# block 1

===== config.mk =====
export PLATFORM = sky130hd
export DESIGN_NAME = irq_event_arb
export DESIGN_NICKNAME = d
export VERILOG_FILES = /design/src/rtl/ni_irq_pkg.sv /design/src/rtl/evt_queue.sv /design/src/rtl/irq_event_arb.sv
export SDC_FILE = /design/constraint.sdc
export NUM_CORES = 1
export LEC_CHECK = 0
export ABC_AREA = 0
export CORE_MARGIN = 5
export CORE_UTILIZATION = 62
export DETAILED_ROUTE_END_ITERATION = 12
export PLACE_DENSITY = 0.94
export SETUP_SLACK_MARGIN = 0.05
export SYNTH_ARGS = -nofsm -noshare
export SYNTH_HDL_FRONTEND = slang
export SYNTH_HIERARCHICAL = 1
export SYNTH_SLANG_ARGS = --single-unit
export TNS_END_PERCENT = 30

===== constraint.sdc =====
create_clock -name clk -period 6.2 [get_ports clk]
set_clock_uncertainty 0.2 [all_clocks]
set_input_delay 0.62 -clock clk [delete_from_list [all_inputs] [get_ports clk]]
set_output_delay 0.62 -clock clk [all_outputs]
set_load 0.005 [all_outputs]

===== src/rtl/ni_irq_pkg.sv =====
// Shared types for the NI receive-event path feeding the IRQ FIFO.
package ni_irq_pkg;

  localparam int IRQ_ADDR_W = 14;

  typedef enum logic {
    CLS_DATA = 1'b0,
    CLS_IRQ  = 1'b1
  } irq_class_t;

  typedef logic [IRQ_ADDR_W-1:0] irq_addr_t;

endpackage


===== src/rtl/evt_queue.sv =====
// Small flip-flop FIFO holding pending events of one class; head is combinational.
module evt_queue #(
  parameter int W     = 14,
  parameter int DEPTH = 4
) (
  input  logic         clk,
  input  logic         reset,
  input  logic         push,
  input  logic [W-1:0] din,
  input  logic         pop,
  output logic [W-1:0] dout,
  output logic         empty,
  output logic         full
);

  localparam int AW = $clog2(DEPTH);
  localparam logic [AW-1:0] PTR_ONE  = AW'(1);
  localparam logic [AW:0]   CNT_ONE  = (AW+1)'(1);
  localparam logic [AW:0]   CNT_FULL = (AW+1)'(DEPTH);

  logic [W-1:0]  mem [DEPTH];
  logic [AW-1:0] wr_ptr;
  logic [AW-1:0] rd_ptr;
  logic [AW:0]   count;
  logic          do_push;
  logic          do_pop;

  assign empty   = (count == '0);
  assign full    = (count == CNT_FULL);
  assign do_pop  = pop & ~empty;
  // A pop in the same cycle frees the slot, so a full queue still accepts the push.
  assign do_push = push & (~full | do_pop);
  assign dout    = mem[rd_ptr];

  always_ff @(posedge clk or negedge reset) begin
    if (!reset) begin
      wr_ptr <= '0;
      rd_ptr <= '0;
      count  <= '0;
    end else begin
      if (do_push) wr_ptr <= wr_ptr + PTR_ONE;
      if (do_pop)  rd_ptr <= rd_ptr + PTR_ONE;
      case ({do_push, do_pop})
        2'b10:   count <= count + CNT_ONE;
        2'b01:   count <= count - CNT_ONE;
        default: count <= count;
      endcase
    end
  end

  always_ff @(posedge clk) begin
    if (do_push) mem[wr_ptr] <= din;
  end

endmodule


===== src/rtl/irq_event_arb.sv =====
// Merges interrupt and data-completion events into the IRQ FIFO's single write port,
// round-robin between two holding queues, with sticky overflow flags.
module irq_event_arb
  import ni_irq_pkg::*;
#(
  parameter int ADDR_W = IRQ_ADDR_W,
  parameter int QDEPTH = 4
) (
  input  logic              clk,
  input  logic              reset,
  input  logic              rx_irq_valid,
  input  logic [ADDR_W-1:0] rx_irq_addr,
  input  logic              rx_data_valid,
  input  logic [ADDR_W-1:0] rx_data_addr,
  output logic              irq_irq_fifo_data_valid,
  output logic              irq_data_fifo_data_valid,
  output logic [ADDR_W-1:0] irq_data_fifo_data,
  output logic              ovf_irq,
  output logic              ovf_data,
  input  logic              ovf_clr
);

  // Handshake: every valid here is a one-cycle strobe with no ready; a strobe is
  // consumed at the rising edge it is sampled on, and the FIFO side never stalls.

  logic [ADDR_W-1:0] irq_head;
  logic [ADDR_W-1:0] data_head;
  logic              irq_empty;
  logic              irq_full;
  logic              data_empty;
  logic              data_full;
  logic              grant_irq;
  logic              grant_data;
  logic              irq_drop;
  logic              data_drop;
  irq_class_t        rr_last;

  evt_queue #(.W(ADDR_W), .DEPTH(QDEPTH)) u_irq_q (
    .clk   (clk),
    .reset (reset),
    .push  (rx_irq_valid),
    .din   (rx_irq_addr),
    .pop   (grant_irq),
    .dout  (irq_head),
    .empty (irq_empty),
    .full  (irq_full)
  );

  evt_queue #(.W(ADDR_W), .DEPTH(QDEPTH)) u_data_q (
    .clk   (clk),
    .reset (reset),
    .push  (rx_data_valid),
    .din   (rx_data_addr),
    .pop   (grant_data),
    .dout  (data_head),
    .empty (data_empty),
    .full  (data_full)
  );

  // Grants are mutually exclusive by construction, which keeps the two valids exclusive.
  always_comb begin
    grant_data = ~data_empty & (irq_empty | (rr_last == CLS_IRQ));
    grant_irq  = ~irq_empty & ~grant_data;
  end

  assign irq_drop  = rx_irq_valid  & irq_full  & ~grant_irq;
  assign data_drop = rx_data_valid & data_full & ~grant_data;

  always_ff @(posedge clk or negedge reset) begin
    if (!reset) begin
      rr_last                  <= CLS_IRQ;
      irq_irq_fifo_data_valid  <= 1'b0;
      irq_data_fifo_data_valid <= 1'b0;
      irq_data_fifo_data       <= '0;
      ovf_irq                  <= 1'b0;
      ovf_data                 <= 1'b0;
    end else begin
      irq_irq_fifo_data_valid  <= grant_irq;
      irq_data_fifo_data_valid <= grant_data;
      if (grant_data)     irq_data_fifo_data <= data_head;
      else if (grant_irq) irq_data_fifo_data <= irq_head;
      if (~irq_empty & ~data_empty) rr_last <= grant_irq ? CLS_IRQ : CLS_DATA;
      // A drop in the same cycle as a clear must leave the flag set.
      ovf_irq  <= irq_drop  | (ovf_irq  & ~ovf_clr);
      ovf_data <= data_drop | (ovf_data & ~ovf_clr);
    end
  end

endmodule


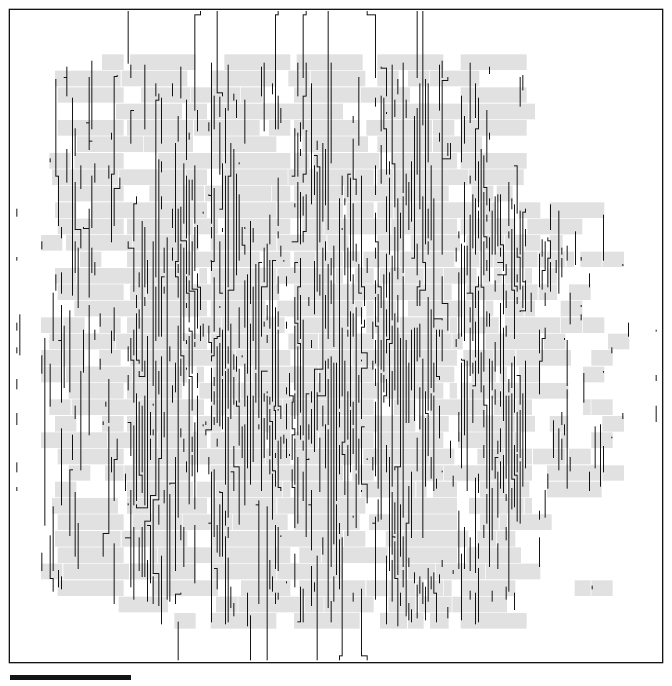
Figure 1: block 1, the metal 2 layer.
The bar under the picture is 20 µm long.
390 nets have wire on it. The wires run mostly vertical. The longest straight run is 59.8 µm. The layer carries 5920 µm of wire. The layer holds 50% of the routed length.

==> ci_impl_report.md <==
## Synthesis and layout report

| Metric | Value |
|---|---|
| Status | complete, no violations |
| ClkCell Share | 7.767% |
| Post-synth top area cell | edfxtp_1 |
| Critical Path End Type | register |
| Regs by FF count | u_data_q/mem (56), u_irq_q/mem (56), irq_data_fifo_data (14) |
| Post-Synth Simple-Gate Area | 4.042% |
| Top power group | sequential cells |
| Hold EP | ovf_data |
| Global-route usage over all layers | 22.69% |
| Die Width | 107.9 µm |
| Worst Setup SP | u_irq_q/count[2] |
| Setup violators final | 0 |
| Flip-flops | 145 |
| Synth mux share | 13.64% |
| Post-CTS setup buffers | 0 |
| Top cells by count | edfxtp_1, dfrtp_1, mux4_2 |
| CP max FO | 17 |
| Vias in the first global route | 3396 |
| Via Count | 3129 |
| Critical Path RT | 6.44 ns |
| Cell mode on critical path | inv_1 |
| Drt pass-1 iters | 4 |
| Post-route ant nets | 0 |
| Inverters excl. clock | 17 |
| Main synth FF type | edfxtp_1 |
| Chip area | 11640 µm² |
| Routed wire length | 11950 µm |
| # port buffers | 50 |
| Final Max Slew Viols | 0 |
| Yosys Warn Count | 6 |
| First-pass GRT wire length | 18820 µm |
| Max Cap Violations | 0 |
| Clock Path Buffers | 2 |
| Cts repair resizes | 0 |
| FILL cells | 500 |
| Mi-comb count | 140 |
| Drt initial violations | 250 |
| Cell family with most CP delay | simple AND/OR/NAND/NOR gates |
| Tcrit/Tclk final | 66.37% |
| Worst Path Buf+Inv | 2 |
| Int Power | 2.510 mW |
| Antenna violations before repair | 0 |
| CTS root buf | clkbuf_8 |
| WHS | 0.2955 ns |
| Sink Count | 145 |
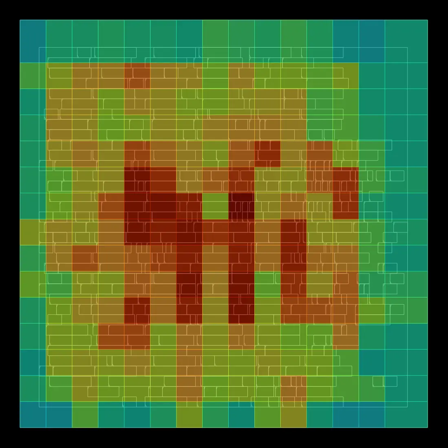
Figure 2: block 1, routing congestion map.
met1 Use GR: 28.55%
wire per inst: 23.19 µm
Final Core Density: 76.17%
routing usage on met3: 6.599%
GR Util met2: 35.70%

## cells in the final DEF (no fill, tap or decap), types with 2 or more instances in the layout
| cell type | netlist | final |
|---|---|---|
| or3b_1 | 2 | 2 |
| ha_1 | 9 | 9 |
| mux4_2 | 28 | 28 |
| dfrtp_1 | 32 | 32 |
| clkinv_4 | 0 | 3 |
| inv_1 | 17 | 17 |
| clkdlybuf4s50_1 | 0 | 50 |
| nor2_1 | 7 | 7 |
| edfxtp_1 | 112 | 112 |
| nand2_1 | 18 | 18 |
| mux2_4 | 2 | 2 |
| mux2i_1 | 15 | 15 |
| and2_2 | 8 | 8 |
| clkbuf_16 | 0 | 16 |
| nor2b_1 | 2 | 2 |
| o21a_4 | 2 | 2 |
| buf_4 | 2 | 2 |
| fa_1 | 2 | 2 |
| xnor2_1 | 6 | 6 |
| xor2_1 | 6 | 6 |
| nand3_1 | 2 | 2 |
| o211ai_1 | 2 | 2 |
| o221a_1 | 9 | 9 |
| o221a_2 | 5 | 5 |
| clkinvlp_4 | 0 | 2 |
| o21ai_0 | 2 | 2 |
| clkinv_2 | 0 | 2 |
| inv_6 | 0 | 4 |
| clkinv_1 | 0 | 2 |

# block 2

$ cat src/rtl/sr_drv_pkg.sv
// Shared definitions for the SR flip-flop command driver: state encoding and default timing.
package sr_drv_pkg;

  localparam logic [1:0] IDLE   = 2'd0;
  localparam logic [1:0] PULSE  = 2'd1;
  localparam logic [1:0] SETTLE = 2'd2;

  typedef enum logic [1:0] {
    StIdle   = IDLE,
    StPulse  = PULSE,
    StSettle = SETTLE
  } state_e;

  localparam int unsigned DefPulseCycles  = 1;
  localparam int unsigned DefSettleCycles = 2;
  localparam int unsigned DefMaxRetries   = 1;

endpackage

$ cat src/rtl/sr_phase_counter.sv
// Loadable down-counter with a zero flag; times both the pulse and settle phases.
module sr_phase_counter #(
  parameter int unsigned Width = 2
) (
  input  logic             clk,
  input  logic             reset,
  input  logic             load,
  input  logic [Width-1:0] load_val,
  input  logic             en,
  output logic             zero
);

  logic [Width-1:0] cnt_q, cnt_d;

  always_comb begin
    cnt_d = cnt_q;
    if (load) begin
      cnt_d = load_val;
    end else if (en && (cnt_q != '0)) begin
      cnt_d = cnt_q - Width'(1);
    end
  end

  always_ff @(posedge clk) begin
    if (reset) begin
      cnt_q <= '0;
    end else begin
      cnt_q <= cnt_d;
    end
  end

  assign zero = (cnt_q == '0);

endmodule

$ cat src/rtl/sr_flop_driver.sv
// Command-side driver for a single SR flip-flop: one-hot set/reset pulse, settle, readback,
// bounded retry, done/err report. All outputs are registered.
module sr_flop_driver
  import sr_drv_pkg::*;
#(
  parameter int unsigned PULSE_CYCLES  = DefPulseCycles,
  parameter int unsigned SETTLE_CYCLES = DefSettleCycles,
  parameter int unsigned MAX_RETRIES   = DefMaxRetries
) (
  input  logic clk,
  input  logic reset,
  input  logic req_valid,
  input  logic req_level,
  output logic req_ready,
  output logic s,
  output logic r,
  input  logic q_fb,
  output logic busy,
  output logic done,
  output logic err
);

  localparam int unsigned PhaseMax = (PULSE_CYCLES > SETTLE_CYCLES) ? PULSE_CYCLES
                                                                    : SETTLE_CYCLES;
  localparam int unsigned PhaseW   = $clog2(PhaseMax + 1);
  localparam int unsigned RetryW   = (MAX_RETRIES > 0) ? $clog2(MAX_RETRIES + 1) : 1;

  // The counter is loaded with N-1 so the phase ends on the edge where it reads zero.
  localparam logic [PhaseW-1:0] PulseLoad  = PhaseW'(PULSE_CYCLES - 1);
  localparam logic [PhaseW-1:0] SettleLoad = PhaseW'(SETTLE_CYCLES - 1);
  localparam logic [RetryW-1:0] RetryInit  = RetryW'(MAX_RETRIES);

  state_e            state_q, state_d;
  logic              level_q, level_d;
  logic [RetryW-1:0] retry_q, retry_d;
  logic              err_q, err_d;
  logic              done_q, done_d;
  logic              s_q, s_d, r_q, r_d;
  logic              busy_q, busy_d;
  logic              ready_q, ready_d;

  logic              cnt_load, cnt_en, cnt_zero;
  logic [PhaseW-1:0] cnt_load_val;

  sr_phase_counter #(
    .Width (PhaseW)
  ) u_phase_counter (
    .clk      (clk),
    .reset    (reset),
    .load     (cnt_load),
    .load_val (cnt_load_val),
    .en       (cnt_en),
    .zero     (cnt_zero)
  );

  always_comb begin
    state_d      = state_q;
    level_d      = level_q;
    retry_d      = retry_q;
    err_d        = err_q;
    done_d       = 1'b0;
    cnt_load     = 1'b0;
    cnt_load_val = PulseLoad;
    cnt_en       = 1'b0;

    case (state_q)
      StIdle: begin
        if (req_valid && ready_q) begin
          level_d = req_level;
          err_d   = 1'b0;
          if (q_fb == req_level) begin
            done_d = 1'b1;
          end else begin
            state_d      = StPulse;
            retry_d      = RetryInit;
            cnt_load     = 1'b1;
            cnt_load_val = PulseLoad;
          end
        end
      end
      StPulse: begin
        if (cnt_zero) begin
          state_d      = StSettle;
          cnt_load     = 1'b1;
          cnt_load_val = SettleLoad;
        end else begin
          cnt_en = 1'b1;
        end
      end
      StSettle: begin
        if (!cnt_zero) begin
          cnt_en = 1'b1;
        end else if (q_fb == level_q) begin
          state_d = StIdle;
          done_d  = 1'b1;
          err_d   = 1'b0;
        end else if (retry_q != '0) begin
          retry_d      = retry_q - RetryW'(1);
          state_d      = StPulse;
          cnt_load     = 1'b1;
          cnt_load_val = PulseLoad;
        end else begin
          state_d = StIdle;
          done_d  = 1'b1;
          err_d   = 1'b1;
        end
      end
      default: state_d = StIdle;
    endcase

    // Derived from a single level bit, so s and r can never both be high.
    s_d     = (state_d == StPulse) &&  level_d;
    r_d     = (state_d == StPulse) && !level_d;
    busy_d  = (state_d != StIdle);
    ready_d = (state_d == StIdle);
  end

  always_ff @(posedge clk) begin
    if (reset) begin
      state_q <= StIdle;
      level_q <= 1'b0;
      retry_q <= '0;
      err_q   <= 1'b0;
      done_q  <= 1'b0;
      s_q     <= 1'b0;
      r_q     <= 1'b0;
      busy_q  <= 1'b0;
      ready_q <= 1'b1;
    end else begin
      state_q <= state_d;
      level_q <= level_d;
      retry_q <= retry_d;
      err_q   <= err_d;
      done_q  <= done_d;
      s_q     <= s_d;
      r_q     <= r_d;
      busy_q  <= busy_d;
      ready_q <= ready_d;
    end
  end

  assign req_ready = ready_q;
  assign s         = s_q;
  assign r         = r_q;
  assign busy      = busy_q;
  assign done      = done_q;
  assign err       = err_q;

endmodule

$ cat config.mk
export PLATFORM = sky130hd
export DESIGN_NAME = sr_flop_driver
export DESIGN_NICKNAME = d
export VERILOG_FILES = /design/src/rtl/sr_drv_pkg.sv /design/src/rtl/sr_phase_counter.sv /design/src/rtl/sr_flop_driver.sv
export SDC_FILE = /design/constraint.sdc
export NUM_CORES = 1
export LEC_CHECK = 0
export ABC_AREA = 1
export CAP_MARGIN = 15
export CORE_MARGIN = 4
export CORE_UTILIZATION = 55
export CTS_CLUSTER_DIAMETER = 60
export DETAILED_ROUTE_END_ITERATION = 8
export PLACE_DENSITY = 0.89
export SLEW_MARGIN = 0
export SYNTH_ARGS = -nofsm -noshare
export SYNTH_HDL_FRONTEND = slang
export SYNTH_SLANG_ARGS = --single-unit
$ cat constraint.sdc
create_clock -name clk -period 3 [get_ports clk]
set_clock_uncertainty 0.1 [all_clocks]
set_input_delay 0.6 -clock clk [delete_from_list [all_inputs] [get_ports clk]]
set_output_delay 0.6 -clock clk [all_outputs]
set_load 0.01 [all_outputs]
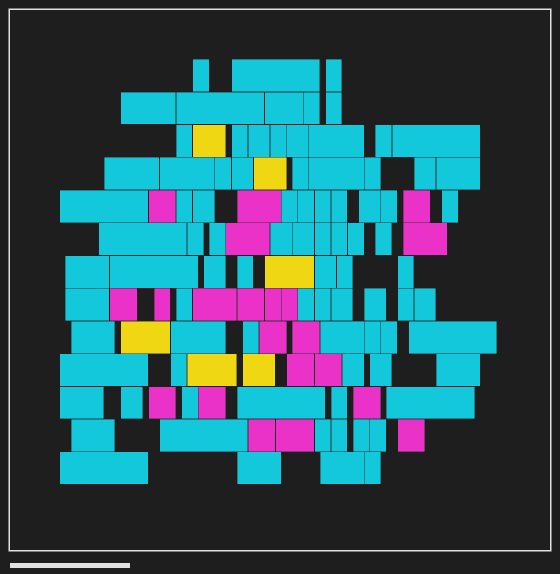
Figure 3: block 2, drive-strength map.
The bar under the picture is 10 µm long.
Key: _2 cells = magenta [cells 21, share 18%, most used nand2_2]; _3 and _4 cells = yellow [cells 6, share 5.3%, most used clkbuf_4]; _0 and _1 cells = cyan [cells 87, share 76%, most used nand2_1]

==> ci_impl_report.md <==
## Synthesis and layout report

| Metric | Value |
|---|---|
| Mean Syn Cell Area | 7.335 µm² |
| Mi-comb count | 71 |
| Fraction of registers with async set/reset | 0% |
| Accumulated negative setup slack | 0 ns |
| ANT cells | 0 |
| Cell family with most CP delay | buffers and inverters |
| Register area | 240.2 µm² |
| DPL Wire Length | 1052 µm |
| Chip Height | 44.89 µm |
| Seq group | 0.199 mW |
| Vias per cell | 4.961 |
| Core area | 1285 µm² |
| Worst path cell trace | clkdlybuf4s50_1 |
| Sink Count | 12 |
| Layout Nets | 127 |
| Synthesis area per yosys | 748.2 µm² |
| Wire per inst | 10.34 µm |
| Post-layout min period | 1.862 ns |
| Status | complete, no violations |
| GP Congestion | 0.8038 |
| Cell Area, Synth | 748.2 µm² |
| Final Core Density | 68.35% |
| Wl on met1 | 650 µm |
| Slowest cell on crit path | clkdlybuf4s50_1 |
| Post-synth top area cell | dfxtp_1 |
| Drt pass-1 iters | 5 |
| Critical Path End Type | primary output |
| Init Core Util | 58.23% |
| Max-area cell share | 32.11% |
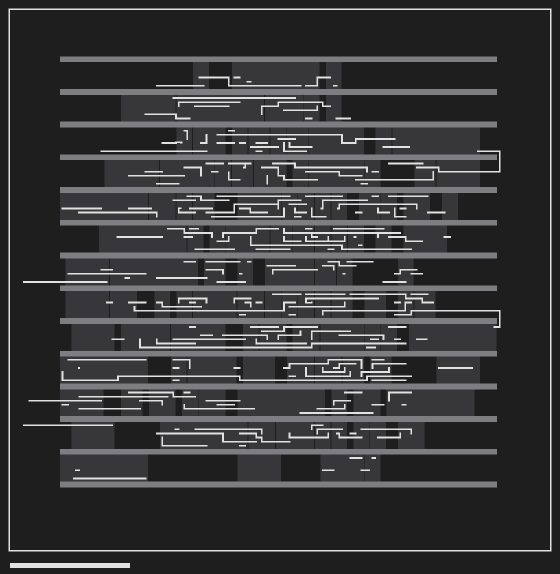
Figure 4: block 2, metal 1.
The bar under the picture is 10 µm long. Supply wires on this layer in grey.
The longest straight run is 14.3 µm. The wires run mostly horizontal. The layer carries 650 µm of wire. 113 nets have wire on it. The layer holds 49% of the routed length.

-- stage by stage --
step,power [mW],area (µm²)
floorplan,0.3558,748.2
detailed placement,0.4130,855.8
CTS,0.5119,878.3
global placement,0.4087,855.8
finish,0.5108,878.3
global route,0.5503,878.3
-- sequential cells by signal, summed over array words and instances, names as in the netlist --
name	cells
level_q	1
state_q	2
done	1
busy	1
req_ready	1
u_phase_counter.cnt_q	2
err	1
r	1
s	1
retry_q	1
-- worst paths after layout --
check | from | end | slack, ns | depth (start not counted)
setup / recovery | req_ready | req_ready | 1.14 | 1
hold reg to reg | err | err | 0.39 | 2
hold / removal | err | err | 0.39 | 2
setup reg to reg | state_q[0] | u_phase_counter.cnt_q[0] | 1.45 | 8
-- cells by family (layout without fill, tap and decap cells) --
family | Yosys count | in the layout | share of synthesized area, %
and+or+nand+nor | 53 | 53 | 38.30
buffers and inverters | 19 | 31 | 10.53
DFF | 12 | 12 | 32.11
AOI/OAI and AO/OA | 11 | 11 | 7.859
adders and majority gates | 6 | 6 | 10.03
xor gates and xnor gates | 1 | 1 | 1.171

Power is estimated from default activity; no workload was simulated.
